######## leb128_decoder_flat ########
### src/rtl/leb128_decoder_pkg.sv
// Shared definitions for the LEB128 immediate decoder: FSM state encodings,
// error codes and the maximum encoded lengths for i32/i64 operands.
package leb128_decoder_pkg;

    typedef enum logic [1:0] {
        LEB_IDLE  = 2'd0,
        LEB_ACCUM = 2'd1,
        LEB_DONE  = 2'd2
    } leb_state_e;

    localparam logic [1:0] LEB_OK          = 2'd0;
    localparam logic [1:0] LEB_TOO_LONG    = 2'd1;
    localparam logic [1:0] LEB_UNUSED_BITS = 2'd2;

    localparam logic [3:0] LEB_MAX32 = 4'd5;
    localparam logic [3:0] LEB_MAX64 = 4'd10;

    // Maximum number of encoded bytes for the selected result width.
    function automatic logic [3:0] leb_max_len(input logic is_64);
        return is_64 ? LEB_MAX64 : LEB_MAX32;
    endfunction

endpackage

### src/rtl/leb128_decoder_if.sv
// Byte-in / value-out handshake bundle between the cpu fetch/execute stages
// (master) and the LEB128 decoder (slave).
interface leb128_decoder_if;

    logic        start;
    logic        is_signed;
    logic        is_64;
    logic        in_valid;
    logic [7:0]  in_byte;
    logic        in_ready;
    logic        out_valid;
    logic        out_ready;
    logic [63:0] out_value;
    logic [3:0]  out_len;
    logic [1:0]  out_err;

    modport master (
        output start, is_signed, is_64, in_valid, in_byte, out_ready,
        input  in_ready, out_valid, out_value, out_len, out_err
    );

    modport slave (
        input  start, is_signed, is_64, in_valid, in_byte, out_ready,
        output in_ready, out_valid, out_value, out_len, out_err
    );

endinterface

### src/rtl/leb128_decoder.sv
// LEB128 decoder for WebAssembly immediates (ULEB/SLEB, i32/i64).
// Bytes are accumulated 7 bits at a time; the terminating byte triggers
// sign extension, width masking and a registered result held until popped.
// Optional build macro LEB128_STRICT_EN: reject set unused bits in the final
// max-length byte with error code LEB_UNUSED_BITS; otherwise they are dropped.
module leb128_decoder
    import leb128_decoder_pkg::*;
(
    input  logic               clk,
    input  logic               reset,
    leb128_decoder_if.slave    bus
);

    leb_state_e  state_q, state_d;
    logic        is_signed_q, is_signed_d;
    logic        is_64_q, is_64_d;
    logic [63:0] acc_q, acc_d;
    logic [3:0]  count_q, count_d;
    logic        in_ready_q, in_ready_d;
    logic        out_valid_q, out_valid_d;
    logic [63:0] value_q, value_d;
    logic [3:0]  len_q, len_d;
    logic [1:0]  err_q, err_d;

    logic [7:0]  in_byte;
    logic [6:0]  shamt;
    logic [6:0]  sign_pos;
    logic [63:0] shifted;
    logic [63:0] acc_next;
    logic [63:0] ext_mask;
    logic [63:0] fin_value;
    logic [3:0]  count_next;
    logic        at_max;
    logic        strict_viol;

    assign in_byte = bus.in_byte;

`ifdef LEB128_STRICT_EN
    // Unused high bits of the last permitted byte must be zero (unsigned)
    // or copies of the sign bit (signed).
    function automatic logic unused_bits_bad(input logic [6:0] b,
                                             input logic sgn,
                                             input logic wide);
        logic bad;
        if (wide) begin
            bad = sgn ? !((b == 7'h00) || (b == 7'h7F)) : (b[6:1] != 6'd0);
        end else begin
            bad = sgn ? !((b[6:3] == 4'h0) || (b[6:3] == 4'hF)) : (b[6:4] != 3'd0);
        end
        return bad;
    endfunction
`endif

    // Next-state, accumulator and result computation.
    always_comb begin
        state_d     = state_q;
        is_signed_d = is_signed_q;
        is_64_d     = is_64_q;
        acc_d       = acc_q;
        count_d     = count_q;
        in_ready_d  = in_ready_q;
        out_valid_d = out_valid_q;
        value_d     = value_q;
        len_d       = len_q;
        err_d       = err_q;

        // Payload bits placed at 7*count; positions at or beyond 64 drop out.
        shamt      = {3'd0, count_q} * 7'd7;
        shifted    = (shamt < 7'd64) ? (64'(in_byte[6:0]) << shamt) : 64'd0;
        acc_next   = acc_q | shifted;
        count_next = count_q + 4'd1;

        // Sign bit of the final byte sits at 7*count+6; fill everything above it.
        sign_pos  = shamt + 7'd6;
        ext_mask  = (sign_pos < 7'd63) ? ~((64'd1 << (sign_pos + 7'd1)) - 64'd1) : 64'd0;
        fin_value = (is_signed_q && in_byte[6]) ? (acc_next | ext_mask) : acc_next;
        if (!is_64_q) begin
            fin_value = {32'd0, fin_value[31:0]};
        end

        at_max = (count_next == leb_max_len(is_64_q));
`ifdef LEB128_STRICT_EN
        strict_viol = unused_bits_bad(in_byte[6:0], is_signed_q, is_64_q);
`else
        strict_viol = 1'b0;
`endif

        case (state_q)
            LEB_IDLE: begin
                if (bus.start) begin
                    is_signed_d = bus.is_signed;
                    is_64_d     = bus.is_64;
                    acc_d       = 64'd0;
                    count_d     = 4'd0;
                    in_ready_d  = 1'b1;
                    state_d     = LEB_ACCUM;
                end
            end
            LEB_ACCUM: begin
                if (bus.in_valid && in_ready_q) begin
                    acc_d   = acc_next;
                    count_d = count_next;
                    if (!in_byte[7]) begin
                        state_d     = LEB_DONE;
                        in_ready_d  = 1'b0;
                        out_valid_d = 1'b1;
                        len_d       = count_next;
                        if (at_max && strict_viol) begin
                            err_d   = LEB_UNUSED_BITS;
                            value_d = 64'd0;
                        end else begin
                            err_d   = LEB_OK;
                            value_d = fin_value;
                        end
                    end else if (at_max) begin
                        // Continuation bit still set on the last legal byte.
                        state_d     = LEB_DONE;
                        in_ready_d  = 1'b0;
                        out_valid_d = 1'b1;
                        len_d       = count_next;
                        err_d       = LEB_TOO_LONG;
                        value_d     = 64'd0;
                    end
                end
            end
            LEB_DONE: begin
                if (out_valid_q && bus.out_ready) begin
                    out_valid_d = 1'b0;
                    state_d     = LEB_IDLE;
                end
            end
            default: begin
                state_d     = LEB_IDLE;
                in_ready_d  = 1'b0;
                out_valid_d = 1'b0;
            end
        endcase
    end

    // State and output registers; reset abandons any partial decode.
    always_ff @(posedge clk) begin
        if (reset) begin
            state_q     <= LEB_IDLE;
            is_signed_q <= 1'b0;
            is_64_q     <= 1'b0;
            acc_q       <= 64'd0;
            count_q     <= 4'd0;
            in_ready_q  <= 1'b0;
            out_valid_q <= 1'b0;
            value_q     <= 64'd0;
            len_q       <= 4'd0;
            err_q       <= LEB_OK;
        end else begin
            state_q     <= state_d;
            is_signed_q <= is_signed_d;
            is_64_q     <= is_64_d;
            acc_q       <= acc_d;
            count_q     <= count_d;
            in_ready_q  <= in_ready_d;
            out_valid_q <= out_valid_d;
            value_q     <= value_d;
            len_q       <= len_d;
            err_q       <= err_d;
        end
    end

    assign bus.in_ready  = in_ready_q;
    assign bus.out_valid = out_valid_q;
    assign bus.out_value = value_q;
    assign bus.out_len   = len_q;
    assign bus.out_err   = err_q;

endmodule

### src/flat_wrapper.sv
// flat-port wrapper written by rule: the top's interface ports become plain ports
module leb128_decoder_flat import leb128_decoder_pkg::*;
  (clk, reset, bus_start, bus_is_signed, bus_is_64, bus_in_valid, bus_in_byte, bus_out_ready, bus_in_ready, bus_out_valid, bus_out_value, bus_out_len, bus_out_err);
  leb128_decoder_if bus_i ();
  input  logic clk;
  input  logic reset;
  input wire logic [$bits(bus_i.start)-1:0] bus_start;
  input wire logic [$bits(bus_i.is_signed)-1:0] bus_is_signed;
  input wire logic [$bits(bus_i.is_64)-1:0] bus_is_64;
  input wire logic [$bits(bus_i.in_valid)-1:0] bus_in_valid;
  input wire logic [$bits(bus_i.in_byte)-1:0] bus_in_byte;
  input wire logic [$bits(bus_i.out_ready)-1:0] bus_out_ready;
  output wire logic [$bits(bus_i.in_ready)-1:0] bus_in_ready;
  output wire logic [$bits(bus_i.out_valid)-1:0] bus_out_valid;
  output wire logic [$bits(bus_i.out_value)-1:0] bus_out_value;
  output wire logic [$bits(bus_i.out_len)-1:0] bus_out_len;
  output wire logic [$bits(bus_i.out_err)-1:0] bus_out_err;
  assign bus_i.start = bus_start;
  assign bus_i.is_signed = bus_is_signed;
  assign bus_i.is_64 = bus_is_64;
  assign bus_i.in_valid = bus_in_valid;
  assign bus_i.in_byte = bus_in_byte;
  assign bus_i.out_ready = bus_out_ready;
  assign bus_in_ready = bus_i.in_ready;
  assign bus_out_valid = bus_i.out_valid;
  assign bus_out_value = bus_i.out_value;
  assign bus_out_len = bus_i.out_len;
  assign bus_out_err = bus_i.out_err;
  leb128_decoder u_core (.clk(clk), .reset(reset), .bus(bus_i));
endmodule
### config.mk
export PLATFORM = sky130hd
export DESIGN_NAME = leb128_decoder_flat
export DESIGN_NICKNAME = d
export VERILOG_FILES = /design/src/rtl/leb128_decoder_pkg.sv /design/src/rtl/leb128_decoder_if.sv /design/src/rtl/leb128_decoder.sv /design/src/flat_wrapper.sv
export SDC_FILE = /design/constraint.sdc
export NUM_CORES = 1
export LEC_CHECK = 0
export CAP_MARGIN = 15
export CORE_MARGIN = 10
export CORE_UTILIZATION = 58
export DETAILED_ROUTE_END_ITERATION = 12
export PLACE_DENSITY = 0.78
export SLEW_MARGIN = 10
export SYNTH_ARGS = -nofsm -noshare
export SYNTH_HDL_FRONTEND = slang
export SYNTH_SLANG_ARGS = --single-unit
### constraint.sdc
create_clock -name clk -period 6 [get_ports clk]
set_clock_uncertainty 0.2 [all_clocks]
set_input_delay 0.6 -clock clk [delete_from_list [all_inputs] [get_ports clk]]
set_output_delay 0.6 -clock clk [all_outputs]
set_load 0.01 [all_outputs]
######## arith_unit_pipe ########
<file path="src/rtl/arith_pkg.sv">
// rtl/arith_pkg.sv - shared opcode and status-flag types for arith_unit_pipe
package arith_pkg;

  typedef enum logic [1:0] {
    OP_DEC = 2'b00,
    OP_ADD = 2'b01,
    OP_SUB = 2'b10,
    OP_NEG = 2'b11
  } arith_op_e;

  typedef struct packed {
    logic z;
    logic n;
    logic c;
    logic v;
  } arith_flags_t;

endpackage

</file>
<file path="src/rtl/ripple_adder.sv">
// rtl/ripple_adder.sv - structural full-adder chain, WIDTH bits plus carry out
module ripple_adder #(
  parameter int WIDTH = 3
) (
  input  logic [WIDTH-1:0] x,
  input  logic [WIDTH-1:0] y,
  input  logic             cin,
  output logic [WIDTH-1:0] sum,
  output logic             cout
);

  logic [WIDTH:0] w_c;

  assign w_c[0] = cin;

  for (genvar i = 0; i < WIDTH; i++) begin : g_fa
    assign sum[i]    = x[i] ^ y[i] ^ w_c[i];
    assign w_c[i+1]  = (x[i] & y[i]) | (w_c[i] & (x[i] ^ y[i]));
  end

  assign cout = w_c[WIDTH];

endmodule

</file>
<file path="src/rtl/arith_unit_pipe.sv">
// rtl/arith_unit_pipe.sv - 2-stage valid/ready four-function adder with flags
// ARITH_SAT_EN: clamp g to MAX/MIN on signed overflow instead of wrapping.
module arith_unit_pipe
  import arith_pkg::*;
#(
  parameter int WIDTH = 3
) (
  input  logic             clk,
  input  logic             rst_n,
  input  logic             in_valid,
  output logic             in_ready,
  input  logic [1:0]       op,
  input  logic [WIDTH-1:0] a,
  input  logic [WIDTH-1:0] b,
  output logic             out_valid,
  input  logic             out_ready,
  output logic [WIDTH-1:0] g,
  output logic             flag_z,
  output logic             flag_n,
  output logic             flag_c,
  output logic             flag_v,
  output logic             ovf_sticky,
  input  logic             clr_sticky
);

  localparam int MSB = WIDTH - 1;

  logic [WIDTH-1:0] r_a_in;
  logic [WIDTH-1:0] r_b_in;
  logic             r_cin;
  logic             r_s1_valid;
  logic             r_out_valid;
  logic [WIDTH-1:0] r_g;
  arith_flags_t     r_flags;
  logic             r_ovf_sticky;

  arith_op_e        w_op;
  logic [WIDTH-1:0] w_a_sel;
  logic [WIDTH-1:0] w_b_sel;
  logic             w_cin_sel;
  logic             w_s2_en;
  logic             w_s1_en;
  logic [WIDTH-1:0] w_sum;
  logic             w_cout;
  logic             w_v;
  logic [WIDTH-1:0] w_g;
  arith_flags_t     w_flags;

  assign w_op     = arith_op_e'(op);
  assign w_s2_en  = !r_out_valid || out_ready;
  assign w_s1_en  = !r_s1_valid || w_s2_en;
  assign in_ready = w_s1_en;

  // Every op is mapped onto a single adder: subtraction via ~b with cin=1.
  always_comb begin
    w_a_sel   = a;
    w_b_sel   = b;
    w_cin_sel = 1'b0;
    unique case (w_op)
      OP_DEC: w_b_sel = '1;
      OP_ADD: w_b_sel = b;
      OP_SUB: begin
        w_b_sel   = ~b;
        w_cin_sel = 1'b1;
      end
      OP_NEG: begin
        w_a_sel   = '0;
        w_b_sel   = ~b;
        w_cin_sel = 1'b1;
      end
      default: w_b_sel = b;
    endcase
  end

  ripple_adder #(.WIDTH(WIDTH)) u_adder (
    .x    (r_a_in),
    .y    (r_b_in),
    .cin  (r_cin),
    .sum  (w_sum),
    .cout (w_cout)
  );

  assign w_v = (r_a_in[MSB] == r_b_in[MSB]) && (w_sum[MSB] != r_a_in[MSB]);

  always_comb begin
    w_g = w_sum;
`ifdef ARITH_SAT_EN
    if (w_v) begin
      w_g = r_a_in[MSB] ? {1'b1, {(WIDTH-1){1'b0}}} : {1'b0, {(WIDTH-1){1'b1}}};
    end
`endif
    w_flags.z = (w_g == '0);
    w_flags.n = w_g[MSB];
    w_flags.c = w_cout;
    w_flags.v = w_v;
  end

  always_ff @(posedge clk) begin
    if (!rst_n) begin
      r_a_in       <= '0;
      r_b_in       <= '0;
      r_cin        <= 1'b0;
      r_s1_valid   <= 1'b0;
      r_out_valid  <= 1'b0;
      r_g          <= '0;
      r_flags      <= '0;
      r_ovf_sticky <= 1'b0;
    end else begin
      if (w_s1_en) begin
        r_s1_valid <= in_valid;
        if (in_valid) begin
          r_a_in <= w_a_sel;
          r_b_in <= w_b_sel;
          r_cin  <= w_cin_sel;
        end
      end
      if (w_s2_en) begin
        r_out_valid <= r_s1_valid;
        if (r_s1_valid) begin
          r_g     <= w_g;
          r_flags <= w_flags;
        end
      end
      // Clear wins over a same-cycle set from a consumed overflow.
      if (clr_sticky) begin
        r_ovf_sticky <= 1'b0;
      end else if (r_out_valid && out_ready && r_flags.v) begin
        r_ovf_sticky <= 1'b1;
      end
    end
  end

  assign out_valid  = r_out_valid;
  assign g          = r_g;
  assign flag_z     = r_flags.z;
  assign flag_n     = r_flags.n;
  assign flag_c     = r_flags.c;
  assign flag_v     = r_flags.v;
  assign ovf_sticky = r_ovf_sticky;

endmodule

</file>
<file path="config.mk">
export PLATFORM = sky130hd
export DESIGN_NAME = arith_unit_pipe
export DESIGN_NICKNAME = d
export VERILOG_FILES = /design/src/rtl/arith_pkg.sv /design/src/rtl/ripple_adder.sv /design/src/rtl/arith_unit_pipe.sv
export SDC_FILE = /design/constraint.sdc
export NUM_CORES = 1
export LEC_CHECK = 0
export ABC_CLOCK_PERIOD_IN_PS = 2600
export CELL_PAD_IN_SITES_DETAIL_PLACEMENT = 0
export CELL_PAD_IN_SITES_GLOBAL_PLACEMENT = 1
export CORE_MARGIN = 3
export CORE_UTILIZATION = 30
export CTS_CLUSTER_DIAMETER = 30
export CTS_CLUSTER_SIZE = 8
export DETAILED_ROUTE_END_ITERATION = 8
export GPL_TIMING_DRIVEN = 0
export HOLD_SLACK_MARGIN = 0.02
export PLACE_DENSITY = 0.79
export SETUP_SLACK_MARGIN = 0.1
export SLEW_MARGIN = 30
export SYNTH_ARGS = -nofsm -noshare
export SYNTH_HDL_FRONTEND = slang
export SYNTH_SLANG_ARGS = --single-unit
</file>
<file path="constraint.sdc">
create_clock -name clk -period 2.6 [get_ports clk]
set_input_delay 0.52 -clock clk [delete_from_list [all_inputs] [get_ports clk]]
set_output_delay 0.52 -clock clk [all_outputs]
set_load 0.01 [all_outputs]
</file>
Figure 1. Metal 3 (leb128_decoder_flat).
The bar under the picture is 50 um long.
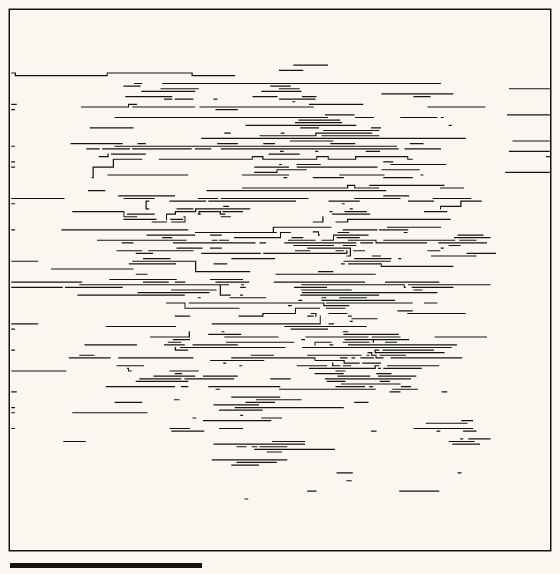
wire length on this layer: 3,900 um
share of all routed wire: 12%
main direction: horizontal
final wirelength: 32,300 um
GR Util met3: 8.62%
vias post-DR: 9,176

==> flow_summary.yaml, leb128_decoder_flat <==
# flow metrics
detailed_routing:
  routedWlPerCell_um: 24.8
synth:
  synth_xor_xnor_area_share_pct: 4.19
  flop_cell: "dfxtp_1"
status:
  status: "finished clean"
clock_tree:
  cts_buffers: 17
  post_cts_resized: 0
  postCtsHoldBufs: 0
critical_path:
  cp-endpoint: "u_core.bus.out_value[54]"
finish:
  seq_cells: 143
  post-route-util_pct: 70.7
  layout.cells.most_common: "nor2_1"
  fillers: 1152
min_path:
  hold_start: "u_core.bus.out_err[0]"
  whs_path_depth: 2
final_timing:
  setup_viol_count_final: 0
  drv_slew: 0
leb128_decoder_flat: report_power, final:
| part | leakage, nW | internal [mW] | switching (mW) | total [mW] |
|---|---|---|---|---|
| Combinational | 2.05 | 0.0619 | 0.149 | 0.211 |
| Sequential | 1.15 | 0.953 | 0.00515 | 0.958 |
| Clock | 0.298 | 0.634 | 0.477 | 1.11 |
| Total | 3.50 | 1.65 | 0.631 | 2.28 |
leb128_decoder_flat: cell families (layout without fill, tap and decap cells):
| family | Yosys count | in the layout |
|---|---|---|
| AOI/OAI and AO/OA | 390 | 390 |
| xor gates and xnor gates | 36 | 36 |
| DFF | 143 | 143 |
| buffers and inverters | 106 | 167 |
| other | 1 | 1 |
| adders and majority gates | 20 | 20 |
| and+or+nand+nor | 361 | 361 |
| muxes | 8 | 8 |
leb128_decoder_flat: worst register-to-register path, cell delays in order, from the launching register on:
cell and delay [ns]:
dfxtp_1 0.73, fa_1 0.53, ha_1 0.23, fa_1 0.73
o21ai_2 0.18, xnor2_2 0.27, xnor2_2 0.67, nor3_1 0.23
nand3_1 0.15, ha_1 0.23, o41ai_4 0.18, or3_1 0.58
o41a_1 0.46, a31oi_1 0.12
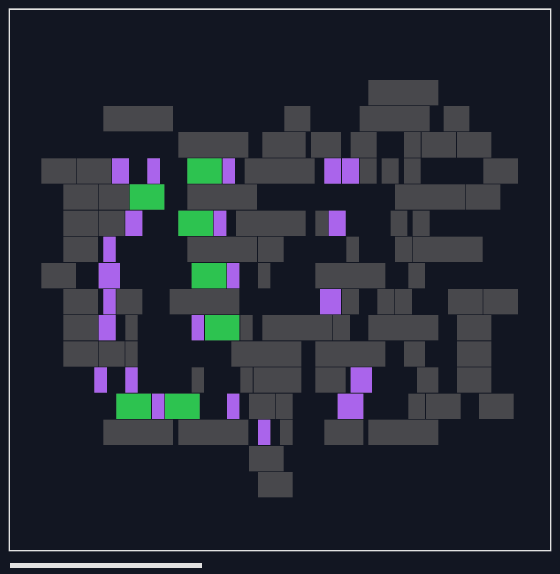
Figure 2: arith_unit_pipe, gate-type map.
The bar under the picture is 20 um long.
| color | family | cells |
|---|---|---|
| purple | NAND gates | 22 |
| green | multiplexers | 7 |
Commonest Layout Cell: clkdlybuf4s50_1
fin cells: 137
logic gate fraction of the total cell area: 36.9%

==> flow_summary.yaml, arith_unit_pipe <==
# flow metrics
min_path:
  whs_path_depth: 2
  hp-class: "reg -> reg"
global_route:
  grtUsageTotal_pct: 10.2
  grt_use_met3_pct: 3.25
  top_usage_layer: "met2"
detailed_routing:
  via_count: 632
  drt-initial-drc-count: 7
critical_path:
  path_cells: "inv_1 > fa_1 > inv_1 > fa_1 > fa_1 > xnor2_1 > or4_1 > a21oi_1"
  slowest_stage: "fa_1"
  cp_num_cells: 8
placed_design:
  dp_hpwl_um: 1150
  post_dp_cell_area_um2: 1010
clock_tree:
  cts.sinks: 16
synth:
  ys_sh_mux_pct: 9.27
  synth.distinct_cells: 27
  yosys.area.top_type: "dfxtp_1"
  yosysCellCount: 83
  simple_gate_area_share_pct: 17.4
  avgSynthCellArea_um2: 9.11
  async_reset_ff_share_pct: 0
status:
  status: "finished clean"
floorplan:
  io_pins: 23
pwr:
  p_leak_nw: 0.411
final_timing:
  final.setup.tns_ns: 0
finish:
  post-route-util_pct: 45.6
## arith_unit_pipe: where the power goes
group          internal (mW)  total, mW  switching [mW]  leakage [nW]
registers              0.260      0.270         0.00992         0.131
clock network         0.0852      0.165          0.0798        0.0210
logic                 0.0563      0.101          0.0445         0.258
total                  0.401      0.536           0.134         0.411
## arith_unit_pipe: cells by family after synthesis
| logic type | count (synthesis) |
|---|---|
| AND-OR/OR-AND | 18 |
| XOR/XNOR | 1 |
| adder cells (fa/ha/maj) | 4 |
| buffers and inverters | 10 |
| flip-flops | 16 |
| multiplexers | 7 |
| AND/OR/NAND/NOR | 27 |
## arith_unit_pipe: layout by cell type (no fill, tap or decap), types with 2 or more instances in the layout
cell type and instances:
nand2b_1 2, mux2i_1 7, clkdlybuf4s50_1 22, o211ai_1 2, nand3_1 6, dfxtp_1 16
a21oi_1 8, fa_1 3, inv_1 5, clkbuf_4 3, nand2_1 12, o21ai_0 5
## arith_unit_pipe: cell type report
class / instances / area (um^2)
sequential: 16 / 320
clock buffer: 4 / 36.3
tap: 28 / 35.0
inverter: 7 / 26.3
timing repair buffer: 22 / 220
buffer: 3 / 22.5
fill: 237 / 1250
multi-input combinational: 57 / 387

######## serial_shift_unit ########
Figure 3. Nets reached from selected ports (serial_shift_unit).
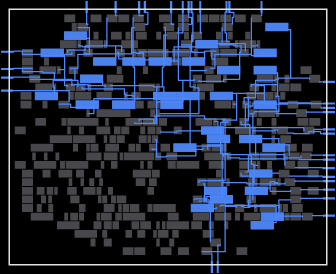

--- src/rtl/serial_shift_unit.sv ---
// Iterative barrel-shifter replacement: moves the operand at most STEP bits per
// cycle through a single work register. It trades latency for area.
module serial_shift_unit #(
  parameter int XLEN = 32,
  parameter int STEP = 1
) (
  input  logic            clk,
  input  logic            rst,
  input  logic            in_valid,
  output logic            in_ready,
  input  logic [XLEN-1:0] A,
  input  logic [4:0]      shamt,
  input  logic [1:0]      shift_sel,
  output logic            out_valid,
  input  logic            out_ready,
  output logic [XLEN-1:0] out,
  output logic            busy
);

  localparam logic [1:0] S_IDLE  = 2'd0;
  localparam logic [1:0] S_SHIFT = 2'd1;
  localparam logic [1:0] S_DONE  = 2'd2;

  localparam logic [1:0] SEL_SRL  = 2'b00;
  localparam logic [1:0] SEL_SLL  = 2'b01;
  localparam logic [1:0] SEL_SRA  = 2'b10;
  localparam logic [1:0] SEL_ZERO = 2'b11;

  localparam logic [4:0] STEP_W = 5'(STEP);

  logic [1:0]      state;
  logic [XLEN-1:0] work;
  logic [4:0]      cnt;
  logic [1:0]      sel;

  logic [4:0]      d;
  logic [4:0]      cnt_nxt;
  logic [XLEN-1:0] shifted;

  // The final step may be shorter than STEP when shamt is not a multiple of it.
  always_comb begin
    d       = (cnt < STEP_W) ? cnt : STEP_W;
    cnt_nxt = cnt - d;
    case (sel)
      SEL_SRL: shifted = work >> d;
      SEL_SLL: shifted = work << d;
      SEL_SRA: shifted = XLEN'($signed(work) >>> d);
      default: shifted = work;
    endcase
  end

  always_ff @(posedge clk) begin
    if (rst) begin
      state <= S_IDLE;
      work  <= '0;
      cnt   <= '0;
      sel   <= '0;
    end else begin
      case (state)
        S_IDLE: begin
          if (in_valid) begin
            sel <= shift_sel;
            cnt <= shamt;
            if (shift_sel == SEL_ZERO) begin
              work  <= '0;
              state <= S_DONE;
            end else begin
              work  <= A;
              state <= (shamt == 5'd0) ? S_DONE : S_SHIFT;
            end
          end
        end
        S_SHIFT: begin
          work <= shifted;
          cnt  <= cnt_nxt;
          if (cnt_nxt == 5'd0) state <= S_DONE;
        end
        S_DONE: begin
          if (out_ready) state <= S_IDLE;
        end
        default: state <= S_IDLE;
      endcase
    end
  end

  // Handshake outputs are decoded from registered state only.
  assign in_ready  = (state == S_IDLE);
  assign out_valid = (state == S_DONE);
  assign busy      = (state != S_IDLE);
  assign out       = work;

endmodule
--- config.mk ---
export PLATFORM = sky130hd
export DESIGN_NAME = serial_shift_unit
export DESIGN_NICKNAME = d
export VERILOG_FILES = /design/src/rtl/serial_shift_unit.sv
export SDC_FILE = /design/constraint.sdc
export NUM_CORES = 1
export LEC_CHECK = 0
export CORE_ASPECT_RATIO = 0.8
export CORE_UTILIZATION = 33
export CTS_CLUSTER_DIAMETER = 100
export DETAILED_ROUTE_END_ITERATION = 10
export HOLD_SLACK_MARGIN = 0.08
export PLACE_DENSITY_LB_ADDON = 0.1
export SETUP_SLACK_MARGIN = 0.1
export SYNTH_ARGS = -nofsm -noshare
export SYNTH_HDL_FRONTEND = slang
export SYNTH_SLANG_ARGS = --single-unit
--- constraint.sdc ---
create_clock -name clk -period 2.7 [get_ports clk]
set_clock_uncertainty 0.15 [all_clocks]
set_input_delay 0.675 -clock clk [delete_from_list [all_inputs] [get_ports clk]]
set_output_delay 0.675 -clock clk [all_outputs]
set_load 0.01 [all_outputs]
######## pulse_stretcher ########
<file path="src/rtl/pulse_stretcher_pkg.sv">
// pulse_stretcher_pkg: shared types and helpers for the pulse stretcher.
//   chan_state_t : per-channel FSM state (IDLE / ON / GAP)
//   clog2_min1   : ceiling log2 for counter sizing, never less than 1 bit
package pulse_stretcher_pkg;

  typedef enum logic [1:0] {
    ST_IDLE,
    ST_ON,
    ST_GAP
  } chan_state_t;

  function automatic int unsigned clog2_min1(input int unsigned value);
    int unsigned w;
    w = 1;
    while ((64'd1 << w) < 64'(value)) w++;
    return w;
  endfunction

endpackage

</file>
<file path="src/rtl/pulse_stretcher_channel.sv">
// pulse_stretcher_channel: one LED channel of the pulse stretcher.
//   clk              : clock
//   rst_n            : asynchronous active-low reset
//   tick             : shared sample tick, one cycle wide
//   event_signal     : synchronous event strobe, any length
//   stretched_signal : registered LED drive, high while the channel is ON
//                      (one cycle behind the FSM state)
module pulse_stretcher_channel
  import pulse_stretcher_pkg::*;
#(
  parameter int unsigned on_count_max      = 150,
  parameter int unsigned gap_count_max     = 50,
  parameter int unsigned on_counter_width  = clog2_min1(on_count_max + 1),
  parameter int unsigned gap_counter_width = clog2_min1(gap_count_max + 1)
) (
  input  logic clk,
  input  logic rst_n,
  input  logic tick,
  input  logic event_signal,
  output logic stretched_signal
);

  // One counter serves both the ON and GAP phases.
  localparam int unsigned CNT_W = (on_counter_width > gap_counter_width) ?
                                  on_counter_width : gap_counter_width;
  localparam bit GAP_EN = (gap_count_max != 0);
  localparam logic [CNT_W-1:0] ON_LAST  = CNT_W'(on_count_max - 1);
  localparam logic [CNT_W-1:0] GAP_LAST = GAP_EN ? CNT_W'(gap_count_max - 1) : '0;

  chan_state_t      state;
  logic [CNT_W-1:0] cnt;
  logic             pending;

  always_ff @(posedge clk or negedge rst_n) begin
    if (!rst_n) begin
      state            <= ST_IDLE;
      cnt              <= '0;
      pending          <= 1'b0;
      stretched_signal <= 1'b0;
    end else begin
      stretched_signal <= (state == ST_ON);
      unique case (state)
        ST_IDLE: begin
          if (event_signal) begin
            state <= ST_ON;
            cnt   <= '0;
          end
        end
        ST_ON: begin
          // A fresh event restarts the on-period before expiry is considered.
          if (event_signal) begin
            cnt <= '0;
          end else if (tick) begin
            if (cnt == ON_LAST) begin
              cnt   <= '0;
              state <= GAP_EN ? ST_GAP : ST_IDLE;
            end else begin
              cnt <= cnt + 1'b1;
            end
          end
        end
        ST_GAP: begin
          if (tick && (cnt == GAP_LAST)) begin
            cnt     <= '0;
            pending <= 1'b0;
            state   <= (pending || event_signal) ? ST_ON : ST_IDLE;
          end else begin
            // Any number of events during the gap fold into one later blink.
            if (event_signal) pending <= 1'b1;
            if (tick)         cnt     <= cnt + 1'b1;
          end
        end
        default: begin
          state <= ST_IDLE;
        end
      endcase
    end
  end

endmodule

</file>
<file path="src/rtl/pulse_stretcher.sv">
// pulse_stretcher: stretches short event strobes into LED pulses with a
// guaranteed minimum on-time and a forced off-gap between blinks.
//   clk              : sole clock
//   rst_n            : asynchronous active-low reset
//   event_signal     : [width] synchronous event strobes
//   stretched_signal : [width] registered, stretched LED drive
module pulse_stretcher
  import pulse_stretcher_pkg::*;
#(
  parameter int unsigned width                  = 1,
  parameter int unsigned sample_count_max       = 25000,
  parameter int unsigned on_count_max           = 150,
  parameter int unsigned gap_count_max          = 50,
  parameter int unsigned wrapping_counter_width = clog2_min1(sample_count_max),
  parameter int unsigned on_counter_width       = clog2_min1(on_count_max + 1),
  parameter int unsigned gap_counter_width      = clog2_min1(gap_count_max + 1)
) (
  input  logic             clk,
  input  logic             rst_n,
  input  logic [width-1:0] event_signal,
  output logic [width-1:0] stretched_signal
);

  localparam logic [wrapping_counter_width-1:0] TICK_LAST =
    wrapping_counter_width'(sample_count_max - 1);

  logic [wrapping_counter_width-1:0] tick_cnt;
  logic                              tick;

  assign tick = (tick_cnt == TICK_LAST);

  always_ff @(posedge clk or negedge rst_n) begin
    if (!rst_n) begin
      tick_cnt <= '0;
    end else if (tick) begin
      tick_cnt <= '0;
    end else begin
      tick_cnt <= tick_cnt + 1'b1;
    end
  end

  for (genvar i = 0; i < width; i++) begin : g_chan
    pulse_stretcher_channel #(
      .on_count_max      (on_count_max),
      .gap_count_max     (gap_count_max),
      .on_counter_width  (on_counter_width),
      .gap_counter_width (gap_counter_width)
    ) u_chan (
      .clk              (clk),
      .rst_n            (rst_n),
      .tick             (tick),
      .event_signal     (event_signal[i]),
      .stretched_signal (stretched_signal[i])
    );
  end

endmodule

</file>
<file path="config.mk">
export PLATFORM = sky130hd
export DESIGN_NAME = pulse_stretcher
export DESIGN_NICKNAME = d
export VERILOG_FILES = /design/src/rtl/pulse_stretcher_pkg.sv /design/src/rtl/pulse_stretcher_channel.sv /design/src/rtl/pulse_stretcher.sv
export SDC_FILE = /design/constraint.sdc
export NUM_CORES = 1
export LEC_CHECK = 0
export ABC_AREA = 1
export CAP_MARGIN = 10
export CORE_MARGIN = 4
export CORE_UTILIZATION = 50
export CTS_CLUSTER_DIAMETER = 80
export DETAILED_ROUTE_END_ITERATION = 7
export PLACE_DENSITY_LB_ADDON = 0.25
export SLEW_MARGIN = 20
export SYNTH_ARGS = -nofsm -noshare
export SYNTH_HDL_FRONTEND = slang
export SYNTH_SLANG_ARGS = --single-unit
</file>
<file path="constraint.sdc">
create_clock -name clk -period 1.97 [get_ports clk]
set_input_delay 0.394 -clock clk [delete_from_list [all_inputs] [get_ports clk]]
set_output_delay 0.394 -clock clk [all_outputs]
set_load 0.05 [all_outputs]
</file>
######## mem_interface_unit ########
===== config.mk =====
export PLATFORM = sky130hd
export DESIGN_NAME = mem_interface_unit
export DESIGN_NICKNAME = d
export VERILOG_FILES = /design/src/rtl/mem_interface_unit_pkg.sv /design/src/rtl/mem_interface_unit_timeout_counter.sv /design/src/rtl/mem_interface_unit.sv
export SDC_FILE = /design/constraint.sdc
export NUM_CORES = 1
export LEC_CHECK = 0
export CORE_ASPECT_RATIO = 0.75
export CORE_MARGIN = 8
export CORE_UTILIZATION = 41
export DETAILED_ROUTE_END_ITERATION = 7
export PLACE_DENSITY = 0.82
export SLEW_MARGIN = 20
export SYNTH_ARGS = -nofsm -noshare
export SYNTH_HDL_FRONTEND = slang
export SYNTH_HIERARCHICAL = 1
export SYNTH_SLANG_ARGS = --single-unit

===== constraint.sdc =====
create_clock -name clk -period 6.3 [get_ports clk]
set_clock_uncertainty 0.2 [all_clocks]
set_input_delay 1.26 -clock clk [delete_from_list [all_inputs] [get_ports clk]]
set_output_delay 1.26 -clock clk [all_outputs]
set_load 0.01 [all_outputs]

===== src/rtl/mem_interface_unit_pkg.sv =====
// Shared definitions for the multicycle memory interface unit and the control module next to it.
// Holds state encodings, default widths and the word-alignment helper.
package mem_interface_unit_pkg;

  localparam int MIU_N       = 32;
  localparam int MIU_ADDR_W  = 32;
  localparam int MIU_TIMEOUT = 64;

  localparam logic [1:0] MIU_ALIGN_MASK = 2'b11;

  typedef enum logic [2:0] {
    MIU_IDLE  = 3'd0,
    MIU_REQ   = 3'd1,
    MIU_RWAIT = 3'd2,
    MIU_DONE  = 3'd3,
    MIU_ERR   = 3'd4
  } miu_state_e;

  function automatic logic miu_misaligned(input logic [1:0] byte_off);
    return (byte_off & MIU_ALIGN_MASK) != 2'b00;
  endfunction

endpackage


===== src/rtl/mem_interface_unit_timeout_counter.sv =====
// Access watchdog: counts cycles while an access is outstanding and flags expiry.
// Only instantiated when MEM_TIMEOUT_EN is defined.
module miu_timeout_counter #(
  parameter int TIMEOUT = 64
) (
  input  logic clk,
  input  logic rst,
  input  logic i_count_en,
  output logic o_expired
);

  localparam int CW = (TIMEOUT > 1) ? $clog2(TIMEOUT) : 1;

  logic [CW-1:0] r_count;

  // Dropping i_count_en (any state other than REQ/RWAIT) rearms the counter at zero.
  always_ff @(posedge clk or posedge rst) begin
    if (rst) begin
      r_count <= '0;
    end else if (!i_count_en) begin
      r_count <= '0;
    end else if (!o_expired) begin
      r_count <= r_count + CW'(1);
    end
  end

  assign o_expired = i_count_en && (r_count == CW'(TIMEOUT - 1));

endmodule


===== src/rtl/mem_interface_unit.sv =====
// Multicycle memory interface: one CPU request, stall on o_mem_busy until o_mem_done.
// Optional access watchdog enabled by defining MEM_TIMEOUT_EN.
module mem_interface_unit
  import mem_interface_unit_pkg::*;
#(
  parameter int N       = MIU_N,
  parameter int ADDR_W  = MIU_ADDR_W,
  parameter int TIMEOUT = MIU_TIMEOUT
) (
  input  logic              clk,
  input  logic              rst,
  input  logic              i_cpu_req,
  input  logic              i_cpu_we,
  input  logic              i_cpu_ifetch,
  input  logic              i_iord,
  input  logic [ADDR_W-1:0] i_pc,
  input  logic [ADDR_W-1:0] i_alu_result,
  input  logic [N-1:0]      i_cpu_wdata,
  output logic [N-1:0]      o_instr,
  output logic [N-1:0]      o_mdr,
  output logic              o_mem_busy,
  output logic              o_mem_done,
  output logic              o_mem_err,
  output logic              o_mem_req,
  output logic              o_mem_we,
  output logic [ADDR_W-3:0] o_mem_addr,
  output logic [N-1:0]      o_mem_wdata,
  input  logic              i_mem_gnt,
  input  logic              i_mem_rvalid,
  input  logic [N-1:0]      i_mem_rdata,
  output logic [2:0]        o_dbg_state
);

  // Handshake: o_mem_req/o_mem_we/o_mem_addr/o_mem_wdata hold steady until a cycle with
  // i_mem_gnt=1 transfers the request; i_mem_rvalid is honoured only while waiting for read data.

  if (TIMEOUT < 2) begin : g_timeout_range
    $error("mem_interface_unit: TIMEOUT must be at least 2");
  end

  miu_state_e          r_state;
  logic                r_we;
  logic                r_ifetch;
  logic [N-1:0]        r_instr;
  logic [N-1:0]        r_mdr;
  logic                r_mem_done;
  logic                r_mem_err;
  logic                r_mem_req;
  logic                r_mem_we;
  logic [ADDR_W-3:0]   r_mem_addr;
  logic [N-1:0]        r_mem_wdata;

  logic [ADDR_W-1:0]   w_addr;
  logic                w_active;
  logic                w_expired;

  assign w_addr   = i_iord ? i_alu_result : i_pc;
  assign w_active = (r_state == MIU_REQ) || (r_state == MIU_RWAIT);

`ifdef MEM_TIMEOUT_EN
  miu_timeout_counter #(
    .TIMEOUT (TIMEOUT)
  ) u_timeout (
    .clk        (clk),
    .rst        (rst),
    .i_count_en (w_active),
    .o_expired  (w_expired)
  );
`else
  assign w_expired = 1'b0;
`endif

  always_ff @(posedge clk or posedge rst) begin
    if (rst) begin
      r_state     <= MIU_IDLE;
      r_we        <= 1'b0;
      r_ifetch    <= 1'b0;
      r_instr     <= '0;
      r_mdr       <= '0;
      r_mem_done  <= 1'b0;
      r_mem_err   <= 1'b0;
      r_mem_req   <= 1'b0;
      r_mem_we    <= 1'b0;
      r_mem_addr  <= '0;
      r_mem_wdata <= '0;
    end else begin
      r_mem_done <= 1'b0;
      case (r_state)
        MIU_IDLE: begin
          if (i_cpu_req) begin
            r_we        <= i_cpu_we;
            r_ifetch    <= i_cpu_ifetch;
            r_mem_addr  <= w_addr[ADDR_W-1:2];
            r_mem_wdata <= i_cpu_wdata;
            if (miu_misaligned(w_addr[1:0])) begin
              r_state    <= MIU_ERR;
              r_mem_done <= 1'b1;
              r_mem_err  <= 1'b1;
            end else begin
              r_state   <= MIU_REQ;
              r_mem_req <= 1'b1;
              r_mem_we  <= i_cpu_we;
              r_mem_err <= 1'b0;
            end
          end
        end
        // A store granted on the expiry cycle still completes; a read grant there cannot.
        MIU_REQ: begin
          if (i_mem_gnt && r_we) begin
            r_state    <= MIU_DONE;
            r_mem_done <= 1'b1;
            r_mem_req  <= 1'b0;
            r_mem_we   <= 1'b0;
          end else if (w_expired) begin
            r_state    <= MIU_ERR;
            r_mem_done <= 1'b1;
            r_mem_err  <= 1'b1;
            r_mem_req  <= 1'b0;
            r_mem_we   <= 1'b0;
          end else if (i_mem_gnt) begin
            r_state   <= MIU_RWAIT;
            r_mem_req <= 1'b0;
            r_mem_we  <= 1'b0;
          end
        end
        MIU_RWAIT: begin
          if (i_mem_rvalid) begin
            if (r_ifetch) begin
              r_instr <= i_mem_rdata;
            end else begin
              r_mdr <= i_mem_rdata;
            end
            r_state    <= MIU_DONE;
            r_mem_done <= 1'b1;
          end else if (w_expired) begin
            r_state    <= MIU_ERR;
            r_mem_done <= 1'b1;
            r_mem_err  <= 1'b1;
          end
        end
        MIU_DONE: r_state <= MIU_IDLE;
        MIU_ERR:  r_state <= MIU_IDLE;
        default:  r_state <= MIU_IDLE;
      endcase
    end
  end

  assign o_mem_busy  = (r_state != MIU_IDLE);
  assign o_instr     = r_instr;
  assign o_mdr       = r_mdr;
  assign o_mem_done  = r_mem_done;
  assign o_mem_err   = r_mem_err;
  assign o_mem_req   = r_mem_req;
  assign o_mem_we    = r_mem_we;
  assign o_mem_addr  = r_mem_addr;
  assign o_mem_wdata = r_mem_wdata;
  assign o_dbg_state = r_state;

endmodule


Figure 4. Metal 3 (pulse_stretcher).
The bar under the picture is 20 um long.
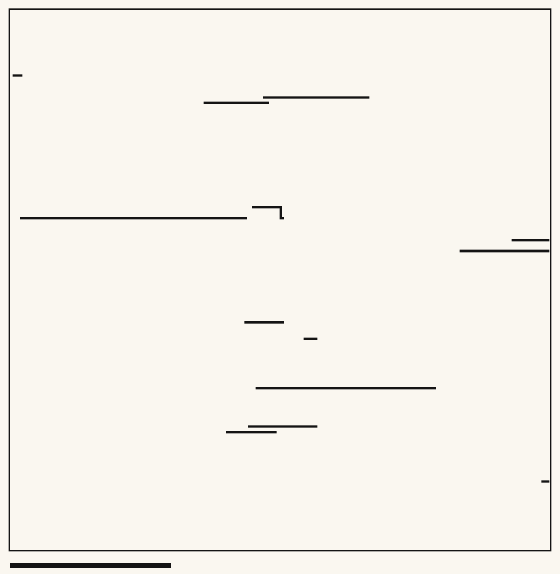
wire length on this layer: 113 um
longest straight run: 27.8 um
final wirelength: 3130 um
vias post-DR: 1,376
GR Util met3: 2.53%

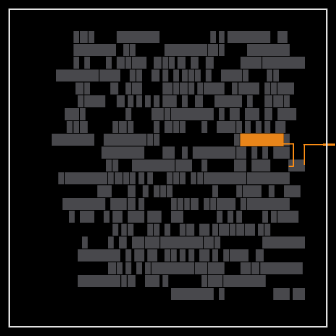
Figure 5: pulse_stretcher, nets reached from selected ports.
| color | port | bits | direction | end cells | buffers | wire |
|---|---|---|---|---|---|---|
| orange | stretched_signal | 1 | output | 1 | 1 | 16.6 um |

==> flow_summary.yaml, pulse_stretcher <==
# flow metrics
final_timing:
  worst_slack_ns: 0.102
  hold_slack_ns: 0.415
  fin_skew_ns: 0.00310
  hold_viol: 0
  tightest_slew_ns: 0.492
synth:
  synthAdderAreaFrac_pct: 5.04
  ys.flops: 27
  flop_cell: "dfrtp_1"
  ys_sh_mux_pct: 0
critical_path:
  slowest_delay_ns: 0.79
  worstPathRequired_ns: 1.58
clock_tree:
  postCtsHoldBufs: 0
  post_cts_resized: 0
  cts_buffer_depth: 2
  clk_pin_slew_ns: 0.15
status:
  status: "finished clean"
floorplan:
  row_count: 21
finish:
  nets: 250
  drive_above_1_share_pct: 15.5
global_route:
  grtUsageMet2_pct: 26.4
  grt_overflow_total: 0
  grt_pass1_wl_um: 5640
pwr:
  p_leak_nw: 0.992
detailed_routing:
  drtPass1Iterations: 4
min_path:
  hp-class: "in -> async"
==> pulse_stretcher: state kept, by name, summed over array words and instances (netlist names) <==
register	count
tick_cnt	15
g_chan.u_chan.cnt	8
g_chan.u_chan.state	2
g_chan.u_chan.pending	1
g_chan.u_chan.stretched_signal	1
==> pulse_stretcher: metal layers <==
metal  wire [um]  part of all wire, %
met5           0                    0
met4          17                 0.54
met3         112                  3.6
met2        1370                   44
met1        1630                   52
==> pulse_stretcher: layout by cell type, fill, tap and decap left out, drive strengths merged <==
cell | synthesis | final
xnor2 | 1 | 1
inv | 40 | 40
o21ai | 4 | 4
dfrtp | 27 | 27
nor4 | 1 | 1
nand2 | 61 | 61
nand4 | 1 | 1
o22ai | 1 | 1
nor3 | 3 | 3
xor2 | 8 | 8
clkbuf | 0 | 4
a211oi | 1 | 1
ha | 7 | 7
nand3 | 25 | 25
clkdlybuf4s50 | 0 | 3
o21bai | 1 | 1
a21oi | 4 | 4
nand3b | 1 | 1
nor2 | 45 | 45
buf | 0 | 1
==> pulse_stretcher: where the power goes <==
group	internal, mW	total, mW	switching (mW)
clock	0.0793	0.247	0.167
sequential	0.583	0.608	0.0253
combinational	0.122	0.375	0.253
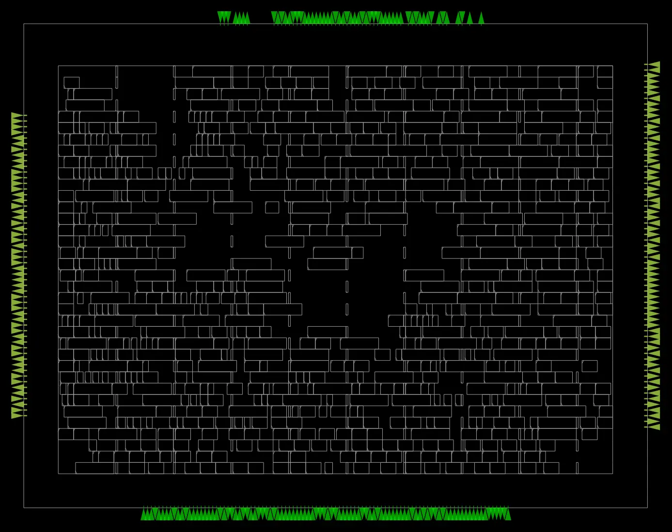
Figure 6: mem_interface_unit, placed standard cells.
Seq/total area: 38.5%
# rows: 36
flip-flops: 135
total core area: 13,000 um^2

==> flow_summary.yaml, mem_interface_unit <==
# flow metrics
synth:
  most_common_cell: "dfrtp_1"
  synthesis.area_um2: 5490
  ys_area_um2: 5490
  simple_gate_area_share_pct: 11.9
  synth.distinct_cells: 34
  synthAdderAreaFrac_pct: 0
pwr:
  p_sw_share_pct: 32.7
  p_per_area_nw_per_um2: 483
  pg_clk_uw: 882
  p_leak_nw: 3.93
  power.switching_mw: 1.39
clock_tree:
  cts_buffer_depth: 2
  post_cts_resized: 0
  clk_pin_slew_ns: 0.06
  cts.sinks: 135
  cts_buffers: 17
  root_buffer: "clkbuf_16"
placed_design:
  io_buffers: 269
floorplan:
  die_area_um2: 17400
critical_path:
  rr_endpoint: "o_mem_done"
  reg2regPathDepth: 3
  cp-endpoint: "o_mem_busy"
  cp_top_family: "flip-flops"
  r2r_setup_slack_ns: 4.01
  cp.buffers_inverters: 1
  worstPathRequired_ns: 4.84
min_path:
  hp-class: "reg -> reg"
  hold_end: "o_mem_wdata[18]"
  whs_path_depth: 2
detailed_routing:
  drt-initial-drc-count: 177
status:
  status: "finished clean"
global_route:
  grt_overflow_total: 0
finish:
  nets: 848
  layout.cells.most_common: "clkdlybuf4s50_1"
  syn2layout_area_growth_pct: 60.0
final_timing:
  final.setup.tns_ns: 0
==> mem_interface_unit: cell type report <==
type,instances,area (um^2),share of cell area [%]
flip-flops and latches,135,3380,38.5
repair buffers,273,2720,31.0
multi-input cells,284,1920,21.9
clock buffers,19,433,4.93
well taps,171,214,2.44
clock inverters,13,100,1.14
inverters,1,8.76,0.0998
==> mem_interface_unit: layer usage <==
metal	share of wire, %	track usage [%]	vias to the layer above
li1	-	-	2038
met1	39	20.8	2067
met2	51	32.9	144
met3	8.0	6.85	14
met4	1.3	5.84	0
met5	0	0	-
==> mem_interface_unit: registers in the layout, summed over array words and instances, names as in the netlist <==
signal and count:
o_instr 32, o_mdr 32, o_mem_wdata 32, o_mem_addr 30
o_dbg_state 3, o_mem_done 1, o_mem_err 1, o_mem_req 1
o_mem_we 1, r_ifetch 1, r_we 1
==> mem_interface_unit: per-stage QoR <==
step | power (mW) | std cells
6_report | 4.24 | 896
5_1_grt | 4.48 | 896
4_1_cts | 4.30 | 896
3_5_place_dp | 3.39 | 864
3_3_place_gp | 3.32 | 864
2_1_floorplan | 2.28 | 447
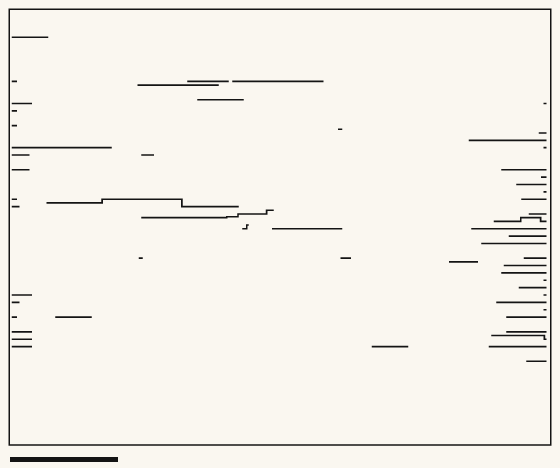
Figure 7: serial_shift_unit, metal 3.
The bar under the picture is 20 um long.
longest straight run: 18.2 um
nets with wire on the layer: 52
share of all routed wire: 4.9%
main direction: horizontal
wire length on this layer: 352 um
GR Util met3: 3.83%
vias post-DR: 2,445
final wirelength: 7120 um

## Picture notes: Figure 3
| color | port | bits | direction | end cells | buffers | wire |
|---|---|---|---|---|---|---|
| blue | out | 32 | output | 32 | 32 | 1,510 um |
I/O pin total: 78
Buffers on Ports: 77

==> flow_summary.yaml, serial_shift_unit <==
# flow metrics
status:
  status: "finished clean"
clock_tree:
  postCtsSetupRepairBufs: 0
  root_buffer: "clkbuf_8"
  cts_buffers: 5
synth:
  avgSynthCellArea_um2: 9.16
  ys_area_um2: 2520
  yosys.area.top_type: "dfxtp_1"
pwr:
  p_leak_nw: 1.23
  vdd_drop_max_mv: 0.274
  comb_power_uw: 878
  p_int_mw: 1.45
  powerSeq_uw: 834
  p_per_area_nw_per_um2: 635
min_path:
  hp-class: "reg -> reg"
  whs_path_depth: 2
critical_path:
  worstPathArrival_ns: 2.49
global_route:
  grt_pass1_vias: 2261
final_timing:
  hold_slack_ns: 0.333
  finalCritPeriodShare_pct: 90.1
  final.setup.tns_ns: 0
finish:
  fillers: 724
  nets: 393
floorplan:
  row_count: 28
-- serial_shift_unit: cell families (layout without fill, tap and decap cells) --
| family | count (synthesis) | count (layout) | share of synthesized area (%) |
|---|---|---|---|
| flops | 41 | 41 | 32.6 |
| compound gates | 124 | 124 | 44.9 |
| buf+inv | 60 | 132 | 10.7 |
| simple gates | 44 | 44 | 9.09 |
| mux | 2 | 2 | 0.794 |
| fa+ha+maj | 4 | 4 | 1.99 |
-- serial_shift_unit: critical path, cell delays in order, from the launching register on --
cell and delay [ns]:
dfxtp_1 0.38, inv_1 0.08, ha_1 0.34, nor3b_1 0.20, o311ai_4 0.59, buf_12 0.23
a221oi_1 0.07, a2111oi_2 0.31
-- serial_shift_unit: cell type report --
type,count,share of cell area (%)
sequential,41,23.2
tap,105,3.71
timing repair buffer,89,25.2
multi-input combinational,174,40.7
inverter,35,3.71
clock buffer,6,2.33
clock inverter,2,1.06
-- serial_shift_unit: stage by stage --
step,instances,total power [mW],setup WS (ns)
after floorplan,275,1.35,0.675
after global placement,444,1.72,0.254
after detailed placement,444,1.73,0.210
after CTS,452,2.26,0.238
after global routing,452,2.39,0.112
final,452,2.25,0.266

## Gallery

Gate-type map.
Plate I
The bar under the picture is 50 um long.
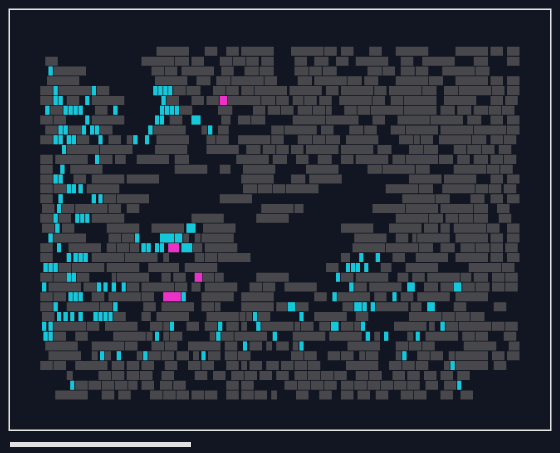
Plate II
The bar under the picture is 20 um long.
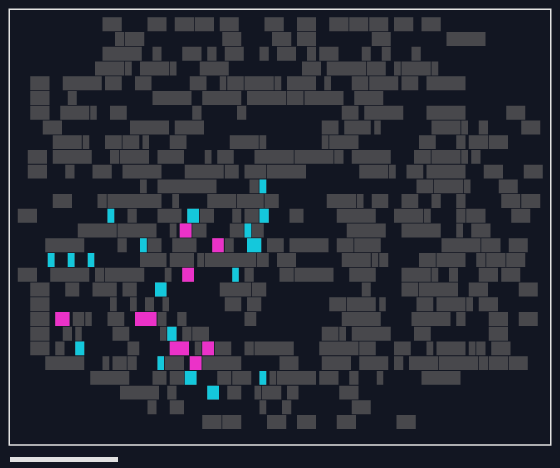
Plate III
The bar under the picture is 20 um long.
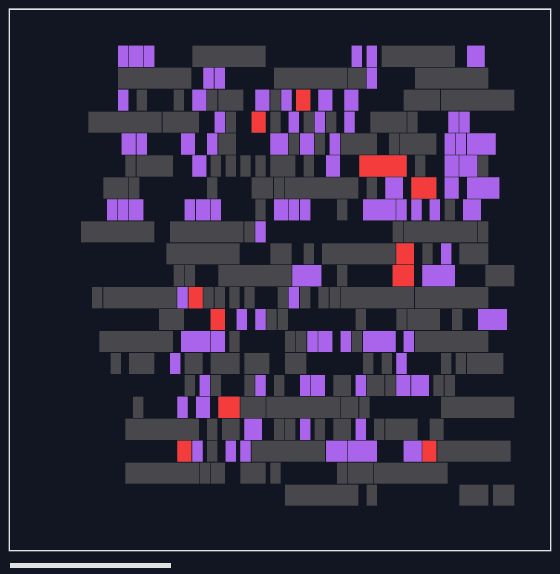
Plate II is serial_shift_unit.
Plate I is mem_interface_unit.
Plate III is pulse_stretcher.
The one with the most cells is Plate I.
The one with the largest die is Plate I.

Key to Plate III:
| color | family | cells |
|---|---|---|
| purple | NAND gates | 88 |
| red | inverting AOI/OAI gates | 11 |



## Gallery

Cell area per tile.
(a)
10 x 8 tiles, from black (low) to pale yellow (high), 0 to 100% covered.
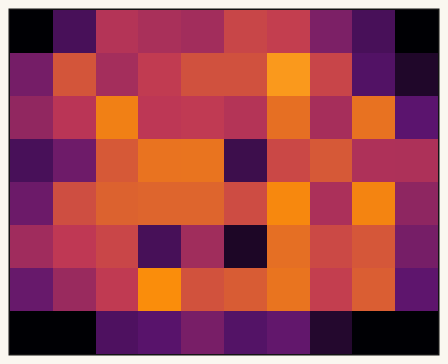
(b)
7 x 7 tiles, from black (low) to pale yellow (high), 0 to 100% covered.
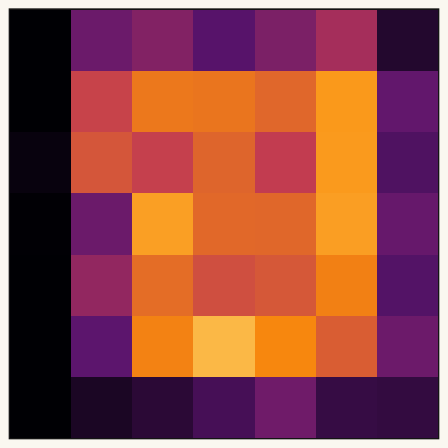
(c)
15 x 12 tiles, from black (low) to pale yellow (high), 0 to 100% covered.
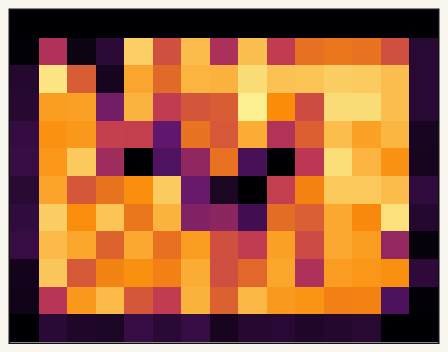
(d)
14 x 14 tiles, from black (low) to pale yellow (high), 0 to 100% covered.
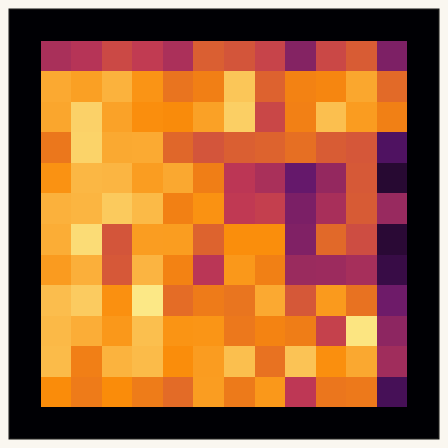
(e)
11 x 11 tiles, from black (low) to pale yellow (high), 0 to 100% covered.
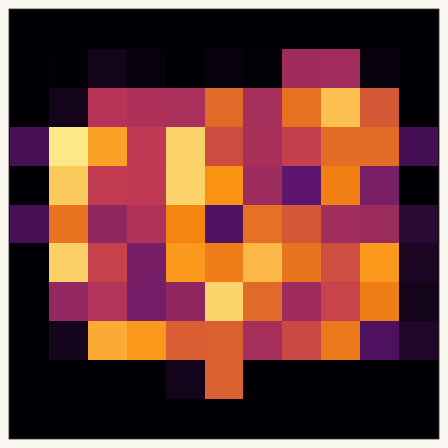
- serial_shift_unit = (a)
- arith_unit_pipe = (e)
- pulse_stretcher = (b)
- mem_interface_unit = (c)
- leb128_decoder_flat = (d)

No activity file was given, so power comes from the tool's default toggle rates.
